=== design 1 ===
**Design 1: cells by drive strength**

Drawn at 6 px/µm.
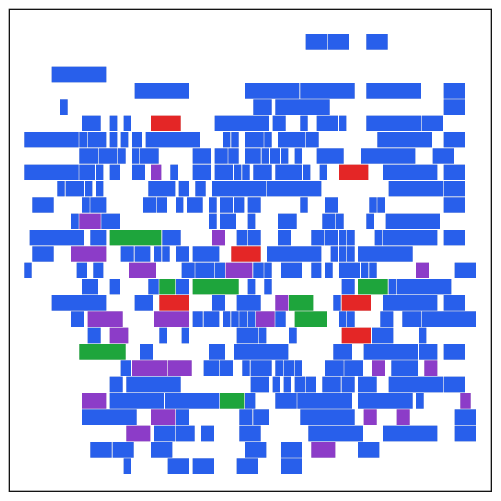

===== config.mk =====
export PLATFORM = sky130hd
export DESIGN_NAME = attn_inst_seq
export DESIGN_NICKNAME = d
export VERILOG_FILES = /design/src/rtl/fullchip_pkg.sv /design/src/rtl/seq_cnt.sv /design/src/rtl/attn_inst_seq.sv
export SDC_FILE = /design/constraint.sdc
export NUM_CORES = 1
export LEC_CHECK = 0
export CORE_MARGIN = 2
export CORE_UTILIZATION = 42
export CTS_CLUSTER_SIZE = 40
export DETAILED_ROUTE_END_ITERATION = 8
export PLACE_DENSITY = 0.66
export REMOVE_ABC_BUFFERS = 1
export SLEW_MARGIN = 15
export SYNTH_ARGS = -nofsm -noshare
export SYNTH_HDL_FRONTEND = slang
export SYNTH_SLANG_ARGS = --single-unit

===== constraint.sdc =====
create_clock -name clk -period 5.6 [get_ports clk]
set_input_delay 0.84 -clock clk [delete_from_list [all_inputs] [get_ports clk]]
set_output_delay 0.84 -clock clk [all_outputs]
set_load 0.01 [all_outputs]

===== src/rtl/fullchip_pkg.sv =====
// Shared definitions for the attention instruction sequencer and its host:
// state encoding, instruction-word bit map and the field packer.
package fullchip_pkg;

    localparam int ADDR_W = 4;
    localparam int INST_W = 2 * ADDR_W + 9;
    localparam int CNT_W  = 8;

    // Instruction word bit positions, LSB upward.
    localparam int BIT_PMEM_WR        = 0;
    localparam int BIT_PMEM_RD        = 1;
    localparam int BIT_KMEM_WR        = 2;
    localparam int BIT_KMEM_RD        = 3;
    localparam int BIT_QMEM_WR        = 4;
    localparam int BIT_QMEM_RD        = 5;
    localparam int BIT_LOAD           = 6;
    localparam int BIT_EXECUTE        = 7;
    localparam int BIT_PMEM_ADD_LSB   = 8;
    localparam int BIT_QKMEM_ADD_LSB  = 8 + ADDR_W;
    localparam int BIT_OFIFO_RD       = 8 + 2 * ADDR_W;

    typedef enum logic [3:0] {
        ST_IDLE   = 4'd0,
        ST_KLOAD  = 4'd1,
        ST_KTAIL  = 4'd2,
        ST_WAIT_K = 4'd3,
        ST_EXEC   = 4'd4,
        ST_WAIT_X = 4'd5,
        ST_DRAIN  = 4'd6,
        ST_READ   = 4'd7,
        ST_DONE   = 4'd8
    } state_t;

    typedef struct packed {
        logic              ofifo_rd;
        logic [ADDR_W-1:0] qkmem_add;
        logic [ADDR_W-1:0] pmem_add;
        logic              execute;
        logic              load;
        logic              qmem_rd;
        logic              qmem_wr;
        logic              kmem_rd;
        logic              kmem_wr;
        logic              pmem_rd;
        logic              pmem_wr;
    } inst_fields_t;

    // Place each field at its fixed bit position in the instruction word.
    function automatic logic [INST_W-1:0] pack_inst(input inst_fields_t f);
        logic [INST_W-1:0] w;
        w                                  = '0;
        w[BIT_PMEM_WR]                     = f.pmem_wr;
        w[BIT_PMEM_RD]                     = f.pmem_rd;
        w[BIT_KMEM_WR]                     = f.kmem_wr;
        w[BIT_KMEM_RD]                     = f.kmem_rd;
        w[BIT_QMEM_WR]                     = f.qmem_wr;
        w[BIT_QMEM_RD]                     = f.qmem_rd;
        w[BIT_LOAD]                        = f.load;
        w[BIT_EXECUTE]                     = f.execute;
        w[BIT_PMEM_ADD_LSB +: ADDR_W]      = f.pmem_add;
        w[BIT_QKMEM_ADD_LSB +: ADDR_W]     = f.qkmem_add;
        w[BIT_OFIFO_RD]                    = f.ofifo_rd;
        return w;
    endfunction

endpackage


===== src/rtl/seq_cnt.sv =====
// Loadable up-counter with a terminal-count flag against a run-time limit.
module seq_cnt #(
    parameter int W = 8
) (
    input  logic         clk,
    input  logic         rst_n,
    input  logic         load,
    input  logic         en,
    input  logic [W-1:0] load_val,
    input  logic [W-1:0] last,
    output logic [W-1:0] cnt,
    output logic         tc
);

    logic [W-1:0] cnt_r;

    // Count register: load has priority over increment, otherwise hold.
    always_ff @(posedge clk or negedge rst_n) begin
        if (!rst_n) begin
            cnt_r <= '0;
        end else if (load) begin
            cnt_r <= load_val;
        end else if (en) begin
            cnt_r <= cnt_r + {{(W-1){1'b0}}, 1'b1};
        end else begin
            cnt_r <= cnt_r;
        end
    end

    assign cnt = cnt_r;
    assign tc  = (cnt_r == last);

endmodule


===== src/rtl/attn_inst_seq.sv =====
// Attention-pass instruction sequencer: K preload, Q execute, flow-controlled
// ofifo drain into pmem and optional pmem readback, from a single start pulse.
module attn_inst_seq
    import fullchip_pkg::*;
#(
    parameter int COL   = 8,
    parameter int MAX_Q = 8,
    parameter int GAP   = 10
) (
    input  logic              clk,
    input  logic              reset,
    input  logic              start,
    input  logic [ADDR_W:0]   n_q,
    input  logic              skip_kload,
    input  logic              readback,
    input  logic              abort,
    input  logic              ofifo_valid,
    output logic [INST_W-1:0] inst,
    output logic              busy,
    output logic              done,
    output logic              err,
    output logic [3:0]        phase
);

    state_t            state_r, next_state_s;
    logic [ADDR_W:0]   n_q_r;
    logic              readback_r;
    logic              latch_s, err_s;
    logic [CNT_W-1:0]  c_r, c_nxt_s, c_last_s;
    logic              c_tc_s, c_load_s, c_en_s;
    logic [ADDR_W-1:0] beat_r;
    logic              beat_tc_s, beat_load_s, accept_s;
    inst_fields_t      fields_s;
    logic [INST_W-1:0] inst_r;
    logic              busy_r, done_r, err_r;
    logic [3:0]        phase_r;

    // Next-state selection, per-state run length, start acceptance and abort.
    always_comb begin
        next_state_s = state_r;
        err_s        = 1'b0;
        latch_s      = 1'b0;
        c_last_s     = '0;
        case (state_r)
            ST_IDLE: begin
                if (start && !abort) begin
                    if ((n_q == '0) || (n_q > (ADDR_W+1)'(MAX_Q))) begin
                        err_s = 1'b1;
                    end else begin
                        latch_s      = 1'b1;
                        next_state_s = skip_kload ? ST_EXEC : ST_KLOAD;
                    end
                end else begin
                    next_state_s = ST_IDLE;
                end
            end
            ST_KLOAD: begin
                c_last_s     = CNT_W'(COL + 1);
                next_state_s = c_tc_s ? ST_KTAIL : ST_KLOAD;
            end
            ST_KTAIL:  next_state_s = ST_WAIT_K;
            ST_WAIT_K: begin
                c_last_s     = CNT_W'(GAP - 1);
                next_state_s = c_tc_s ? ST_EXEC : ST_WAIT_K;
            end
            ST_EXEC: begin
                c_last_s     = CNT_W'(n_q_r);
                next_state_s = c_tc_s ? ST_WAIT_X : ST_EXEC;
            end
            ST_WAIT_X: begin
                c_last_s     = CNT_W'(GAP - 1);
                next_state_s = c_tc_s ? ST_DRAIN : ST_WAIT_X;
            end
            ST_DRAIN: begin
                if (beat_tc_s) begin
                    next_state_s = readback_r ? ST_READ : ST_DONE;
                end else begin
                    next_state_s = ST_DRAIN;
                end
            end
            ST_READ: begin
                c_last_s     = CNT_W'(n_q_r);
                next_state_s = c_tc_s ? ST_DONE : ST_READ;
            end
            ST_DONE:  next_state_s = ST_IDLE;
            default:  next_state_s = ST_IDLE;
        endcase
        if (abort) begin
            next_state_s = ST_IDLE;
            err_s        = 1'b0;
            latch_s      = 1'b0;
        end else begin
            next_state_s = next_state_s;
        end
    end

    // Counter control and the counter value the next cycle will carry.
    always_comb begin
        c_load_s    = (next_state_s != state_r);
        c_en_s      = (state_r != ST_IDLE);
        beat_load_s = (next_state_s != ST_DRAIN);
        accept_s    = (next_state_s == ST_DRAIN) && ofifo_valid;
        if (c_load_s) begin
            c_nxt_s = '0;
        end else if (c_en_s) begin
            c_nxt_s = c_r + 8'd1;
        end else begin
            c_nxt_s = c_r;
        end
    end

    seq_cnt #(.W(CNT_W)) u_state_cnt (
        .clk      (clk),
        .rst_n    (reset),
        .load     (c_load_s),
        .en       (c_en_s),
        .load_val ({CNT_W{1'b0}}),
        .last     (c_last_s),
        .cnt      (c_r),
        .tc       (c_tc_s)
    );

    seq_cnt #(.W(ADDR_W)) u_beat_cnt (
        .clk      (clk),
        .rst_n    (reset),
        .load     (beat_load_s),
        .en       (accept_s),
        .load_val ({ADDR_W{1'b0}}),
        .last     (n_q_r[ADDR_W-1:0]),
        .cnt      (beat_r),
        .tc       (beat_tc_s)
    );

    // Instruction fields for the cycle being entered; unused fields stay 0.
    always_comb begin
        fields_s = '0;
        case (next_state_s)
            ST_KLOAD: begin
                fields_s.load    = 1'b1;
                fields_s.kmem_rd = (c_nxt_s >= 8'd1);
                if (c_nxt_s >= 8'd2) begin
                    fields_s.qkmem_add = ADDR_W'(c_nxt_s - 8'd1);
                end else begin
                    fields_s.qkmem_add = '0;
                end
            end
            ST_KTAIL: fields_s.load = 1'b1;
            ST_EXEC: begin
                fields_s.execute   = 1'b1;
                fields_s.qmem_rd   = 1'b1;
                fields_s.qkmem_add = c_nxt_s[ADDR_W-1:0];
            end
            ST_DRAIN: begin
                fields_s.ofifo_rd = accept_s;
                fields_s.pmem_wr  = accept_s;
                fields_s.pmem_add = accept_s ? beat_r : '0;
            end
            ST_READ: begin
                fields_s.pmem_rd  = 1'b1;
                fields_s.pmem_add = c_nxt_s[ADDR_W-1:0];
            end
            default: fields_s = '0;
        endcase
    end

    // FSM state register.
    always_ff @(posedge clk or negedge reset) begin
        if (!reset) begin
            state_r <= ST_IDLE;
        end else begin
            state_r <= next_state_s;
        end
    end

    // Pass configuration captured when a start is accepted.
    always_ff @(posedge clk or negedge reset) begin
        if (!reset) begin
            n_q_r      <= '0;
            readback_r <= 1'b0;
        end else if (latch_s) begin
            n_q_r      <= n_q;
            readback_r <= readback;
        end else begin
            n_q_r      <= n_q_r;
            readback_r <= readback_r;
        end
    end

    // Output registers, aligned with the state they describe.
    always_ff @(posedge clk or negedge reset) begin
        if (!reset) begin
            inst_r  <= '0;
            busy_r  <= 1'b0;
            done_r  <= 1'b0;
            err_r   <= 1'b0;
            phase_r <= 4'd0;
        end else begin
            inst_r  <= pack_inst(fields_s);
            busy_r  <= (next_state_s != ST_IDLE);
            done_r  <= (next_state_s == ST_DONE);
            err_r   <= err_s;
            phase_r <= next_state_s;
        end
    end

    assign inst  = inst_r;
    assign busy  = busy_r;
    assign done  = done_r;
    assign err   = err_r;
    assign phase = phase_r;

endmodule

=== design 2 ===
### config.mk
export PLATFORM = sky130hd
export DESIGN_NAME = instr_fetch_stage_flat
export DESIGN_NICKNAME = d
export VERILOG_FILES = /design/src/rtl/instr_fetch_stage_if.sv /design/src/rtl/instr_fetch_stage.sv /design/src/flat_wrapper.sv
export SDC_FILE = /design/constraint.sdc
export NUM_CORES = 1
export LEC_CHECK = 0
export CORE_UTILIZATION = 43
export CTS_CLUSTER_DIAMETER = 80
export CTS_CLUSTER_SIZE = 25
export DETAILED_ROUTE_END_ITERATION = 12
export PLACE_DENSITY = 0.82
export SLEW_MARGIN = 20
export SYNTH_ARGS = -nofsm -noshare
export SYNTH_HDL_FRONTEND = slang
export SYNTH_SLANG_ARGS = --single-unit
### constraint.sdc
create_clock -name clk -period 2.5 [get_ports clk]
set_input_delay 0.25 -clock clk [delete_from_list [all_inputs] [get_ports clk]]
set_output_delay 0.25 -clock clk [all_outputs]
set_load 0.05 [all_outputs]
### src/rtl/instr_fetch_stage_if.sv
// Signal bundle between the fetch stage and its environment: instruction ROM,
// hazard/branch/exception control inputs and the IF/ID pipeline outputs.
interface instr_fetch_stage_if;
    logic [31:0] rom_addr;
    logic [31:0] rom_data;
    logic        stall_if;
    logic        flush_if;
    logic        branch_taken;
    logic [31:0] branch_target;
    logic        jump;
    logic [31:0] jump_target;
    logic        jr;
    logic [31:0] jr_target;
    logic        irq;
    logic        exception;
    logic [31:0] pc;
    logic [31:0] if_id_instr;
    logic [31:0] if_id_pc_plus4;
    logic        if_id_valid;
    logic [31:0] epc;

    modport master (
        output rom_addr, pc, if_id_instr, if_id_pc_plus4, if_id_valid, epc,
        input  rom_data, stall_if, flush_if, branch_taken, branch_target,
               jump, jump_target, jr, jr_target, irq, exception
    );

    modport slave (
        input  rom_addr, pc, if_id_instr, if_id_pc_plus4, if_id_valid, epc,
        output rom_data, stall_if, flush_if, branch_taken, branch_target,
               jump, jump_target, jr, jr_target, irq, exception
    );
endinterface

### src/rtl/instr_fetch_stage.sv
// MIPS instruction-fetch stage: program counter, next-PC selection with
// exception/interrupt/jump/branch priority, and the IF/ID pipeline register.
module instr_fetch_stage #(
    parameter logic [31:0] RESET_VEC = 32'h8000_0000,
    parameter logic [31:0] IRQ_VEC   = 32'h8000_0004,
    parameter logic [31:0] EXC_VEC   = 32'h8000_0008,
    parameter logic [31:0] NOP_INSTR = 32'h0000_0000
) (
    input  logic                clk,
    input  logic                reset,
    instr_fetch_stage_if.master bus
);

    logic [31:0] pc_reg, pc_next;
    logic [31:0] instr_reg, instr_next;
    logic [31:0] pp4_reg, pp4_next;
    logic        valid_reg, valid_next;
    logic [31:0] epc_reg, epc_next;
    logic [31:0] pc_plus4;
    logic        irq_take;
    logic        trap;
    logic        redirect;
    logic        unused_jr_bits;

    // Bit 31 is the supervisor bit; sequential fetch never crosses it.
    assign pc_plus4 = {pc_reg[31], pc_reg[30:0] + 31'd4};
    assign irq_take = bus.irq & ~pc_reg[31];
    assign trap     = bus.exception | irq_take;
    assign redirect = trap | bus.jr | bus.jump | bus.branch_taken;

    assign unused_jr_bits = ^bus.jr_target[1:0];

    always_comb begin
        pc_next = pc_plus4;
        if (bus.exception) begin
            pc_next = EXC_VEC;
        end else if (irq_take) begin
            pc_next = IRQ_VEC;
        end else if (bus.jr) begin
            // A user-mode register jump cannot promote itself to supervisor.
            pc_next = {pc_reg[31] & bus.jr_target[31], bus.jr_target[30:2], 2'b00};
        end else if (bus.jump) begin
            pc_next = bus.jump_target;
        end else if (bus.branch_taken) begin
            pc_next = bus.branch_target;
        end else if (bus.stall_if) begin
            pc_next = pc_reg;
        end
    end

    always_comb begin
        instr_next = instr_reg;
        pp4_next   = pp4_reg;
        valid_next = valid_reg;
        epc_next   = epc_reg;
        if (redirect || bus.flush_if) begin
            instr_next = NOP_INSTR;
            pp4_next   = pc_plus4;
            valid_next = 1'b0;
        end else if (!bus.stall_if) begin
            instr_next = bus.rom_data;
            pp4_next   = pc_plus4;
            valid_next = 1'b1;
        end
        if (trap) begin
            epc_next = pc_reg;
        end
    end

    always_ff @(posedge clk or negedge reset) begin
        if (!reset) begin
            pc_reg    <= RESET_VEC;
            instr_reg <= NOP_INSTR;
            pp4_reg   <= 32'h0;
            valid_reg <= 1'b0;
            epc_reg   <= 32'h0;
        end else begin
            pc_reg    <= pc_next;
            instr_reg <= instr_next;
            pp4_reg   <= pp4_next;
            valid_reg <= valid_next;
            epc_reg   <= epc_next;
        end
    end

    assign bus.rom_addr       = pc_reg;
    assign bus.pc             = pc_reg;
    assign bus.if_id_instr    = instr_reg;
    assign bus.if_id_pc_plus4 = pp4_reg;
    assign bus.if_id_valid    = valid_reg;
    assign bus.epc            = epc_reg;

endmodule

### src/flat_wrapper.sv
// flat-port wrapper written by rule: the top's interface ports become plain ports
module instr_fetch_stage_flat 
#(
    parameter logic [31:0] RESET_VEC = 32'h8000_0000,
    parameter logic [31:0] IRQ_VEC   = 32'h8000_0004,
    parameter logic [31:0] EXC_VEC   = 32'h8000_0008,
    parameter logic [31:0] NOP_INSTR = 32'h0000_0000
)
  (clk, reset, bus_rom_addr, bus_pc, bus_if_id_instr, bus_if_id_pc_plus4, bus_if_id_valid, bus_epc, bus_rom_data, bus_stall_if, bus_flush_if, bus_branch_taken, bus_branch_target, bus_jump, bus_jump_target, bus_jr, bus_jr_target, bus_irq, bus_exception);
  instr_fetch_stage_if bus_i ();
  input  logic clk;
  input  logic reset;
  output wire logic [$bits(bus_i.rom_addr)-1:0] bus_rom_addr;
  output wire logic [$bits(bus_i.pc)-1:0] bus_pc;
  output wire logic [$bits(bus_i.if_id_instr)-1:0] bus_if_id_instr;
  output wire logic [$bits(bus_i.if_id_pc_plus4)-1:0] bus_if_id_pc_plus4;
  output wire logic [$bits(bus_i.if_id_valid)-1:0] bus_if_id_valid;
  output wire logic [$bits(bus_i.epc)-1:0] bus_epc;
  input wire logic [$bits(bus_i.rom_data)-1:0] bus_rom_data;
  input wire logic [$bits(bus_i.stall_if)-1:0] bus_stall_if;
  input wire logic [$bits(bus_i.flush_if)-1:0] bus_flush_if;
  input wire logic [$bits(bus_i.branch_taken)-1:0] bus_branch_taken;
  input wire logic [$bits(bus_i.branch_target)-1:0] bus_branch_target;
  input wire logic [$bits(bus_i.jump)-1:0] bus_jump;
  input wire logic [$bits(bus_i.jump_target)-1:0] bus_jump_target;
  input wire logic [$bits(bus_i.jr)-1:0] bus_jr;
  input wire logic [$bits(bus_i.jr_target)-1:0] bus_jr_target;
  input wire logic [$bits(bus_i.irq)-1:0] bus_irq;
  input wire logic [$bits(bus_i.exception)-1:0] bus_exception;
  assign bus_rom_addr = bus_i.rom_addr;
  assign bus_pc = bus_i.pc;
  assign bus_if_id_instr = bus_i.if_id_instr;
  assign bus_if_id_pc_plus4 = bus_i.if_id_pc_plus4;
  assign bus_if_id_valid = bus_i.if_id_valid;
  assign bus_epc = bus_i.epc;
  assign bus_i.rom_data = bus_rom_data;
  assign bus_i.stall_if = bus_stall_if;
  assign bus_i.flush_if = bus_flush_if;
  assign bus_i.branch_taken = bus_branch_taken;
  assign bus_i.branch_target = bus_branch_target;
  assign bus_i.jump = bus_jump;
  assign bus_i.jump_target = bus_jump_target;
  assign bus_i.jr = bus_jr;
  assign bus_i.jr_target = bus_jr_target;
  assign bus_i.irq = bus_irq;
  assign bus_i.exception = bus_exception;
  instr_fetch_stage #(.RESET_VEC(RESET_VEC), .IRQ_VEC(IRQ_VEC), .EXC_VEC(EXC_VEC), .NOP_INSTR(NOP_INSTR)) u_core (.clk(clk), .reset(reset), .bus(bus_i));
endmodule
=== design 3 ===
$ cat src/rtl/frame_rx_sequencer_pkg.sv
// ============================================================================
// Module      : frame_rx_sequencer_pkg
// Description : Shared types and constants for the frame receive sequencer.
// Revision    : 1.0 - initial release
// ============================================================================
`default_nettype none

package frame_rx_sequencer_pkg;

  typedef enum logic [2:0] {
    ST_IDLE  = 3'd0,
    ST_HDR   = 3'd1,
    ST_PIX_R = 3'd2,
    ST_PIX_G = 3'd3,
    ST_PIX_B = 3'd4,
    ST_FLUSH = 3'd5
  } state_t;

  localparam int HDR_BYTES = 4;

  localparam logic [7:0] LUMA_R = 8'd77;
  localparam logic [7:0] LUMA_G = 8'd150;
  localparam logic [7:0] LUMA_B = 8'd29;

  localparam int PIX_ENTRY_W = 24 + 16 + 16 + 3;

  typedef struct packed {
    logic [23:0] data;
    logic [15:0] x;
    logic [15:0] y;
    logic        sof;
    logic        eol;
    logic        eof;
  } pix_t;

  // Weights sum to 256, so the 16-bit sum never overflows.
  function automatic logic [7:0] luma(input logic [7:0] r, input logic [7:0] g,
                                      input logic [7:0] b);
    logic [15:0] sum;
    sum = 16'(LUMA_R) * 16'(r) + 16'(LUMA_G) * 16'(g) + 16'(LUMA_B) * 16'(b);
    return sum[15:8];
  endfunction

endpackage

`default_nettype wire

$ cat src/rtl/frame_rx_sequencer_if.sv
// ============================================================================
// Module      : frame_rx_sequencer_if
// Description : Byte-in / pixel-out bundle of the frame receive sequencer.
// Revision    : 1.0 - initial release
// ============================================================================
`default_nettype none

interface frame_rx_sequencer_if;
  logic [7:0]  rx_data;
  logic        rx_valid;
  logic        abort;
  logic [23:0] pix_data;
  logic [15:0] pix_x;
  logic [15:0] pix_y;
  logic        pix_sof;
  logic        pix_eol;
  logic        pix_eof;
  logic        pix_valid;
  logic        pix_ready;
  logic        busy;
  logic        frame_done;
  logic        err_hdr;
  logic        err_ovf;

  modport slave (
    input  rx_data, rx_valid, abort, pix_ready,
    output pix_data, pix_x, pix_y, pix_sof, pix_eol, pix_eof, pix_valid,
           busy, frame_done, err_hdr, err_ovf
  );

  modport master (
    output rx_data, rx_valid, abort, pix_ready,
    input  pix_data, pix_x, pix_y, pix_sof, pix_eol, pix_eof, pix_valid,
           busy, frame_done, err_hdr, err_ovf
  );
endinterface

`default_nettype wire

$ cat src/rtl/frame_rx_sequencer_pix_fifo.sv
// ============================================================================
// Module      : frame_rx_sequencer_pix_fifo
// Description : Synchronous pixel FIFO with registered head and flush.
// Revision    : 1.0 - initial release
// ============================================================================
`default_nettype none

module frame_rx_sequencer_pix_fifo #(
  parameter int DEPTH = 4,
  parameter int WIDTH = 59
) (
  input  logic             clk,
  input  logic             reset,
  input  logic             i_flush,
  input  logic             i_push,
  input  logic [WIDTH-1:0] i_data,
  input  logic             i_pop,
  output logic [WIDTH-1:0] o_data,
  output logic             o_full,
  output logic             o_empty
);

  localparam int             c_aw      = (DEPTH > 1) ? $clog2(DEPTH) : 1;
  localparam logic [c_aw:0]  c_depth   = (c_aw + 1)'(DEPTH);
  localparam logic [c_aw:0]  c_cnt_one = (c_aw + 1)'(1);
  localparam logic [c_aw-1:0] c_ptr_one = c_aw'(1);

  logic [WIDTH-1:0] r_mem [DEPTH];
  logic [c_aw-1:0]  r_wr_ptr;
  logic [c_aw-1:0]  r_rd_ptr;
  logic [c_aw:0]    r_count;

  logic w_do_pop;
  logic w_do_push;

  assign w_do_pop  = i_pop && !o_empty;
  // A pop in the same cycle frees the slot, so a push into a full FIFO still lands.
  assign w_do_push = i_push && (!o_full || w_do_pop);

  always_ff @(posedge clk or negedge reset) begin
    if (!reset) begin
      r_wr_ptr <= '0;
      r_rd_ptr <= '0;
      r_count  <= '0;
    end else if (i_flush) begin
      r_wr_ptr <= '0;
      r_rd_ptr <= '0;
      r_count  <= '0;
    end else begin
      if (w_do_push) r_wr_ptr <= r_wr_ptr + c_ptr_one;
      if (w_do_pop)  r_rd_ptr <= r_rd_ptr + c_ptr_one;
      case ({w_do_push, w_do_pop})
        2'b10:   r_count <= r_count + c_cnt_one;
        2'b01:   r_count <= r_count - c_cnt_one;
        default: r_count <= r_count;
      endcase
    end
  end

  always_ff @(posedge clk) begin
    if (w_do_push && !i_flush) r_mem[r_wr_ptr] <= i_data;
  end

  assign o_data  = r_mem[r_rd_ptr];
  assign o_full  = (r_count == c_depth);
  assign o_empty = (r_count == '0);

endmodule

`default_nettype wire

$ cat src/rtl/frame_rx_sequencer.sv
// ============================================================================
// Module      : frame_rx_sequencer
// Description : Parses a W/H header from the UART byte stream, packs RGB bytes
//               into tagged pixels and buffers them for the filter front end.
//               Define GRAY_CONV_EN to emit {Y,Y,Y} luma instead of raw RGB.
// Revision    : 1.0 - initial release
// ============================================================================
`default_nettype none

module frame_rx_sequencer
  import frame_rx_sequencer_pkg::*;
#(
  parameter int MAX_W      = 768,
  parameter int MAX_H      = 512,
  parameter int FIFO_DEPTH = 4
) (
  input logic                  clk,
  input logic                  reset,
  frame_rx_sequencer_if.slave  bus
);

  localparam logic [15:0] c_max_w    = 16'(MAX_W);
  localparam logic [15:0] c_max_h    = 16'(MAX_H);
  localparam logic [1:0]  c_hdr_last = 2'(HDR_BYTES - 1);

  state_t      r_state;
  logic [1:0]  r_hdr_cnt;
  logic [15:0] r_width;
  logic [15:0] r_height;
  logic [15:0] r_x;
  logic [15:0] r_y;
  logic [7:0]  r_r;
  logic [7:0]  r_g;
  logic        r_err_hdr;
  logic        r_err_ovf;

  logic [15:0] w_hdr_h;
  logic        w_hdr_bad;
  logic        w_last_x;
  logic        w_last_y;
  logic [23:0] w_pix_data;
  pix_t        w_entry;
  pix_t        w_head;
  pix_t        w_head_out;
  logic        w_push;
  logic        w_full;
  logic        w_empty;
  logic        w_accept;
  logic        w_ovf;
  logic        w_frame_done;

  assign w_hdr_h   = {r_height[15:8], bus.rx_data};
  assign w_hdr_bad = (r_width == 16'd0) || (r_width > c_max_w) ||
                     (w_hdr_h == 16'd0) || (w_hdr_h > c_max_h);
  assign w_last_x  = (r_x == r_width - 16'd1);
  assign w_last_y  = (r_y == r_height - 16'd1);

`ifdef GRAY_CONV_EN
  assign w_pix_data = {3{luma(r_r, r_g, bus.rx_data)}};
`else
  assign w_pix_data = {r_r, r_g, bus.rx_data};
`endif

  always_comb begin
    w_entry      = '0;
    w_entry.data = w_pix_data;
    w_entry.x    = r_x;
    w_entry.y    = r_y;
    w_entry.sof  = (r_x == 16'd0) && (r_y == 16'd0);
    w_entry.eol  = w_last_x;
    w_entry.eof  = w_last_x && w_last_y;
  end

  assign w_push       = (r_state == ST_PIX_B) && bus.rx_valid && !bus.abort;
  assign w_accept     = !w_empty && bus.pix_ready;
  assign w_ovf        = w_push && w_full && !w_accept;
  assign w_frame_done = (r_state == ST_FLUSH) && w_accept && w_head.eof && !bus.abort;

  frame_rx_sequencer_pix_fifo #(
    .DEPTH (FIFO_DEPTH),
    .WIDTH (PIX_ENTRY_W)
  ) u_pix_fifo (
    .clk     (clk),
    .reset   (reset),
    .i_flush (bus.abort),
    .i_push  (w_push),
    .i_data  (w_entry),
    .i_pop   (bus.pix_ready),
    .o_data  (w_head),
    .o_full  (w_full),
    .o_empty (w_empty)
  );

  always_ff @(posedge clk or negedge reset) begin
    if (!reset) begin
      r_state   <= ST_IDLE;
      r_hdr_cnt <= '0;
      r_width   <= '0;
      r_height  <= '0;
      r_x       <= '0;
      r_y       <= '0;
      r_r       <= '0;
      r_g       <= '0;
      r_err_hdr <= 1'b0;
      r_err_ovf <= 1'b0;
    end else if (bus.abort) begin
      r_state   <= ST_IDLE;
      r_hdr_cnt <= '0;
      r_x       <= '0;
      r_y       <= '0;
    end else begin
      case (r_state)
        ST_IDLE: begin
          if (bus.rx_valid) begin
            r_width[15:8] <= bus.rx_data;
            r_hdr_cnt     <= 2'd1;
            r_state       <= ST_HDR;
          end
        end
        ST_HDR: begin
          if (bus.rx_valid) begin
            r_hdr_cnt <= r_hdr_cnt + 2'd1;
            if (r_hdr_cnt == 2'd1) begin
              r_width[7:0] <= bus.rx_data;
            end else if (r_hdr_cnt == 2'd2) begin
              r_height[15:8] <= bus.rx_data;
            end else if (r_hdr_cnt == c_hdr_last) begin
              r_hdr_cnt <= '0;
              r_height  <= w_hdr_h;
              r_x       <= '0;
              r_y       <= '0;
              if (w_hdr_bad) begin
                r_err_hdr <= 1'b1;
                r_state   <= ST_IDLE;
              end else begin
                r_state   <= ST_PIX_R;
              end
            end
          end
        end
        ST_PIX_R: begin
          if (bus.rx_valid) begin
            r_r     <= bus.rx_data;
            r_state <= ST_PIX_G;
          end
        end
        ST_PIX_G: begin
          if (bus.rx_valid) begin
            r_g     <= bus.rx_data;
            r_state <= ST_PIX_B;
          end
        end
        ST_PIX_B: begin
          if (bus.rx_valid) begin
            if (w_ovf) r_err_ovf <= 1'b1;
            // Coordinates advance even for a dropped pixel so geometry stays intact.
            if (w_last_x) begin
              r_x <= '0;
              r_y <= w_last_y ? 16'd0 : r_y + 16'd1;
            end else begin
              r_x <= r_x + 16'd1;
            end
            r_state <= (w_last_x && w_last_y) ? ST_FLUSH : ST_PIX_R;
          end
        end
        ST_FLUSH: begin
          // An empty FIFO here means the EOF pixel was dropped; nothing left to wait for.
          if (w_frame_done || w_empty) r_state <= ST_IDLE;
        end
        default: r_state <= ST_IDLE;
      endcase
    end
  end

  assign w_head_out = w_empty ? '0 : w_head;

  assign bus.pix_data   = w_head_out.data;
  assign bus.pix_x      = w_head_out.x;
  assign bus.pix_y      = w_head_out.y;
  assign bus.pix_sof    = w_head_out.sof;
  assign bus.pix_eol    = w_head_out.eol;
  assign bus.pix_eof    = w_head_out.eof;
  assign bus.pix_valid  = !w_empty;
  assign bus.busy       = (r_state != ST_IDLE) || !w_empty;
  assign bus.frame_done = w_frame_done;
  assign bus.err_hdr    = r_err_hdr;
  assign bus.err_ovf    = r_err_ovf;

endmodule

`default_nettype wire

$ cat src/flat_wrapper.sv
// flat-port wrapper written by rule: the top's interface ports become plain ports
module frame_rx_sequencer_flat import frame_rx_sequencer_pkg::*;
#(
  parameter int MAX_W      = 768,
  parameter int MAX_H      = 512,
  parameter int FIFO_DEPTH = 4
)
  (clk, reset, bus_rx_data, bus_rx_valid, bus_abort, bus_pix_ready, bus_pix_data, bus_pix_x, bus_pix_y, bus_pix_sof, bus_pix_eol, bus_pix_eof, bus_pix_valid, bus_busy, bus_frame_done, bus_err_hdr, bus_err_ovf);
  frame_rx_sequencer_if bus_i ();
  input logic clk;
  input logic reset;
  input wire logic [$bits(bus_i.rx_data)-1:0] bus_rx_data;
  input wire logic [$bits(bus_i.rx_valid)-1:0] bus_rx_valid;
  input wire logic [$bits(bus_i.abort)-1:0] bus_abort;
  input wire logic [$bits(bus_i.pix_ready)-1:0] bus_pix_ready;
  output wire logic [$bits(bus_i.pix_data)-1:0] bus_pix_data;
  output wire logic [$bits(bus_i.pix_x)-1:0] bus_pix_x;
  output wire logic [$bits(bus_i.pix_y)-1:0] bus_pix_y;
  output wire logic [$bits(bus_i.pix_sof)-1:0] bus_pix_sof;
  output wire logic [$bits(bus_i.pix_eol)-1:0] bus_pix_eol;
  output wire logic [$bits(bus_i.pix_eof)-1:0] bus_pix_eof;
  output wire logic [$bits(bus_i.pix_valid)-1:0] bus_pix_valid;
  output wire logic [$bits(bus_i.busy)-1:0] bus_busy;
  output wire logic [$bits(bus_i.frame_done)-1:0] bus_frame_done;
  output wire logic [$bits(bus_i.err_hdr)-1:0] bus_err_hdr;
  output wire logic [$bits(bus_i.err_ovf)-1:0] bus_err_ovf;
  assign bus_i.rx_data = bus_rx_data;
  assign bus_i.rx_valid = bus_rx_valid;
  assign bus_i.abort = bus_abort;
  assign bus_i.pix_ready = bus_pix_ready;
  assign bus_pix_data = bus_i.pix_data;
  assign bus_pix_x = bus_i.pix_x;
  assign bus_pix_y = bus_i.pix_y;
  assign bus_pix_sof = bus_i.pix_sof;
  assign bus_pix_eol = bus_i.pix_eol;
  assign bus_pix_eof = bus_i.pix_eof;
  assign bus_pix_valid = bus_i.pix_valid;
  assign bus_busy = bus_i.busy;
  assign bus_frame_done = bus_i.frame_done;
  assign bus_err_hdr = bus_i.err_hdr;
  assign bus_err_ovf = bus_i.err_ovf;
  frame_rx_sequencer #(.MAX_W(MAX_W), .MAX_H(MAX_H), .FIFO_DEPTH(FIFO_DEPTH)) u_core (.clk(clk), .reset(reset), .bus(bus_i));
endmodule
$ cat config.mk
export PLATFORM = sky130hd
export DESIGN_NAME = frame_rx_sequencer_flat
export DESIGN_NICKNAME = d
export VERILOG_FILES = /design/src/rtl/frame_rx_sequencer_pkg.sv /design/src/rtl/frame_rx_sequencer_if.sv /design/src/rtl/frame_rx_sequencer_pix_fifo.sv /design/src/rtl/frame_rx_sequencer.sv /design/src/flat_wrapper.sv
export SDC_FILE = /design/constraint.sdc
export NUM_CORES = 1
export LEC_CHECK = 0
export ABC_CLOCK_PERIOD_IN_PS = 5200
export CORE_ASPECT_RATIO = 0.7
export CORE_MARGIN = 3
export CORE_UTILIZATION = 65
export DETAILED_ROUTE_END_ITERATION = 10
export GPL_TIMING_DRIVEN = 0
export PLACE_DENSITY = 0.92
export SLEW_MARGIN = 15
export SYNTH_ARGS = -nofsm -noshare
export SYNTH_HDL_FRONTEND = slang
export SYNTH_SLANG_ARGS = --single-unit
$ cat constraint.sdc
create_clock -name clk -period 5.2 [get_ports clk]
set_clock_uncertainty 0.05 [all_clocks]
set_input_delay 1.04 -clock clk [delete_from_list [all_inputs] [get_ports clk]]
set_output_delay 1.04 -clock clk [all_outputs]
set_load 0.03 [all_outputs]
**Design 2: pin placement**

Drawn at 4 px/µm. Pins as bars across the die edge, other pins in gray.
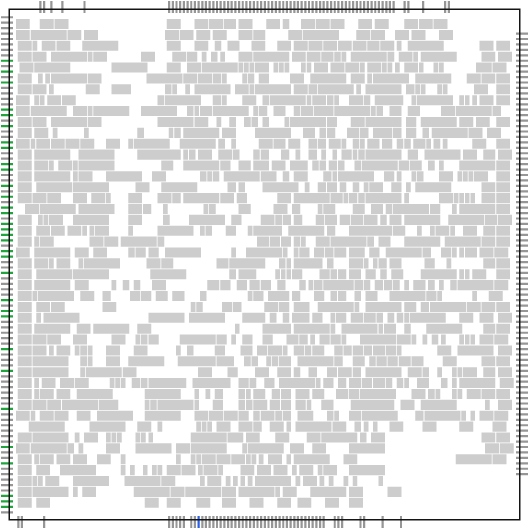
Key: green = `bus_if_id_instr` [pins 32, direction output, edge left]; blue = `bus_irq` [pins 1, direction input, edge bottom]
All pins by edge: 92 left, 82 right, 72 top, 52 bottom.
PortBufs: 295
Die Y: 127.3 µm
die outline width: 127.3 µm

==> reports/metrics.yaml, design 2 <==
cts.clk_slew.worst_paths_ns: 0.06
cts_resized: 0
dpl_cell_area_um2: 9916
worstHoldStart: "bus_jr"
swShare: 0.3292
critPathMaxStageDelay_ns: 0.64
power_leader: "the clock network"
cp_data_required_time_ns: 2.79
dpl.hpwl_um: 17880
fin_cells: 1244
synthMuxAreaShare: 0.05989
r2r-start: "u_core.bus.pc[2]$_DFFE_PN0P_"
crit_start: "u_core.bus.pc[2]$_DFFE_PN0P_"
yosys_warnings: 0
crit_type: "flip-flop to flip-flop"
fin_util: 0.6913
netlist_area_um2: 6748
cp.depth: 6
drv_slew: 0
clock-sinks: 129
fin_nets: 1158
relSlewSlack: 0.6106
fp.coreArea_um2: 15260
status: "finished clean"
htreeDepth: 4
cts_tree: "done"
design 2: metal layers:
metal,global-route usage,part of all wire,vias to the layer above
met3,0.08794,0.10,51
met5,0,0.00049,-
met4,0.1141,0.025,4
li1,-,-,3120
met2,0.5172,0.49,402
met1,0.3673,0.38,3282
design 2: layout make-up:
class	instances	area (µm²)
Fill cell	1203	4711
Timing Repair Buffer	345	3367
Sequential cell	129	3232
Multi-Input combinational cell	518	3033
Clock buffer	24	491.7
Tap cell	211	264.0
Clock inverter	8	126.4
Inverter	9	33.78
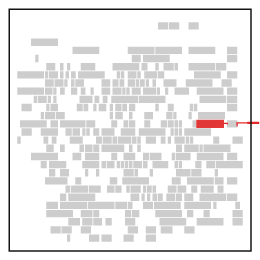
**Above:** design 1 (port wiring).
Drawn at 3 px/µm.
Key: red = `busy` [bits 1, direction output, edge right, end cells 1, wire 6.80 µm]

About 'cells by drive strength' of design 1:
Key: red = drive 6 and up [cells 6, share 2.1%]; green = drive 3 to 4 [cells 8, share 2.8%]; blue = drive 1 or less [cells 245, share 87%]; purple = drive 2 [cells 23, share 8.2%]

==> reports/metrics.yaml, design 1 <==
area_growth_pct: 16.51
row_count: 27
fin_cells: 354
synth-edff-count: 0
adder_share: 0.02572
logic_area_um2: 1331
r2r-start: "phase[0]$_DFF_PN0_"
reg2reg_slack_ns: 2.23
timing.final.ws_setup_ns: 2.010
cts.clk_slew.worst_paths_ns: 0.08
path_delay_family: "AND-OR/OR-AND gates"
drive_gt1_frac: 0.1312
comb_power_share: 0.407
cts-hold-fix-buffers: 0
grt_pass1_vias: 1920
status: "finished clean"
swShare: 0.3947
fp_util: 0.4390
design 1: cell usage after synthesis, types with 5 or more instances:
cell type | n | share of area
a21oi_1 | 9 | 0.019
a31oi_1 | 6 | 0.015
buf_4 | 7 | 0.022
dfrtp_1 | 38 | 0.39
ha_1 | 5 | 0.026
inv_1 | 11 | 0.017
mux2_2 | 5 | 0.023
nand2_1 | 26 | 0.040
nand4_1 | 5 | 0.013
nor2_1 | 32 | 0.049
nor2_2 | 5 | 0.013
nor2b_1 | 5 | 0.013
nor3_1 | 5 | 0.010
xnor2_1 | 10 | 0.036
xor2_1 | 9 | 0.032
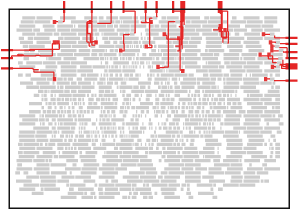
**Above:** design 3 (port wiring).
Drawn at 1.5 px/µm.
Key: red = `bus_pix_data` [bits 24, direction output, edge 13 top, 8 right, 3 left, end cells 24, wire 671 µm]

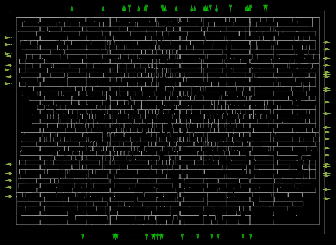
**Above:** design 3 (placement view).
Seq/total area: 0.5574
# fillers: 1,283

==> reports/metrics.yaml, design 3 <==
status: "finished clean"
tns_ns: 0
highest_layer: "met4"
timing.final.ws_setup_ns: 0.4216
cp_max_fo: 10
critPathMaxStageDelay_ns: 0.59
layout_min_cycle_time_ns: 4.778
drive_gt1_frac: 0.1610
chipArea_um2: 24460
pre_cts_ws_ns: 0.8801
regMostFlops: "u_core.u_pix_fifo.r_mem"
synth.top_cell.area_share: 0.4827
clk-power_w: 0.00222
dpl_cell_area_um2: 15930
portBuffers: 76
max_freq_ghz: 0.2093
cts.path.max_buffers: 3
comb_area_share: 0.2937
fin_crit_sh: 0.9189
num-multi-input-gates: 576
grt.busiest_layer: "met2"
drv_slew: 0
wl_met1_um: 14070
design 3: how the worst min path moves through the flow:
stage,endpoint,slack [ns],cells past startpoint
6_report,u_core.r_r[2]$_DFFE_PN0P_,0.36,1
3_3_place_gp,u_core.bus.err_ovf$_DFFE_PN0P_,0.43,1
4_1_cts,u_core.r_height[9]$_DFFE_PN0P_,0.37,1
2_1_floorplan,u_core.u_pix_fifo.r_mem[0][51]$_DFFE_PP_,0.42,0
3_5_place_dp,u_core.u_pix_fifo.r_mem[3][49]$_DFFE_PP_,0.46,0
5_1_grt,u_core.r_r[2]$_DFFE_PN0P_,0.37,1

==> layout pictures side by side <==
Wiring by layer.
picture 1
Drawn at 4 px/µm. Only two layers are drawn.
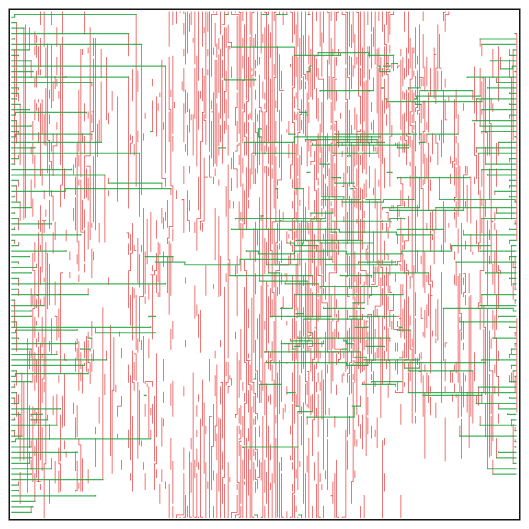
picture 2
Drawn at 6 px/µm. Only two layers are drawn.
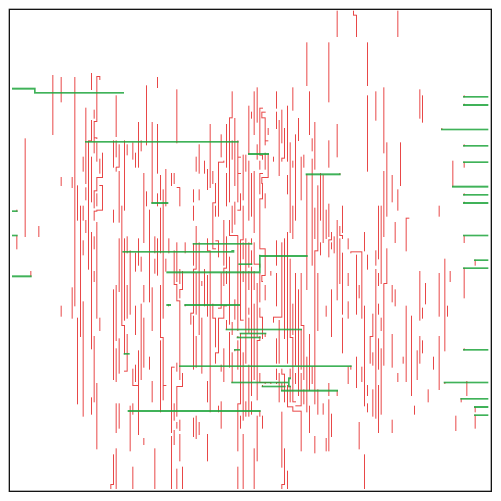
picture 3
Drawn at 2 px/µm. Only two layers are drawn.
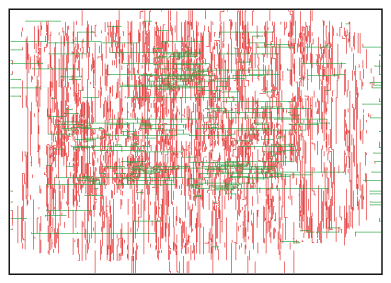
picture 2: design 1
picture 3: design 3
picture 1: design 2
- least wire: picture 2

Key to picture 3:
Key: green = met3 [wire length 3,070 µm]; red = met2 [wire length 16,100 µm]


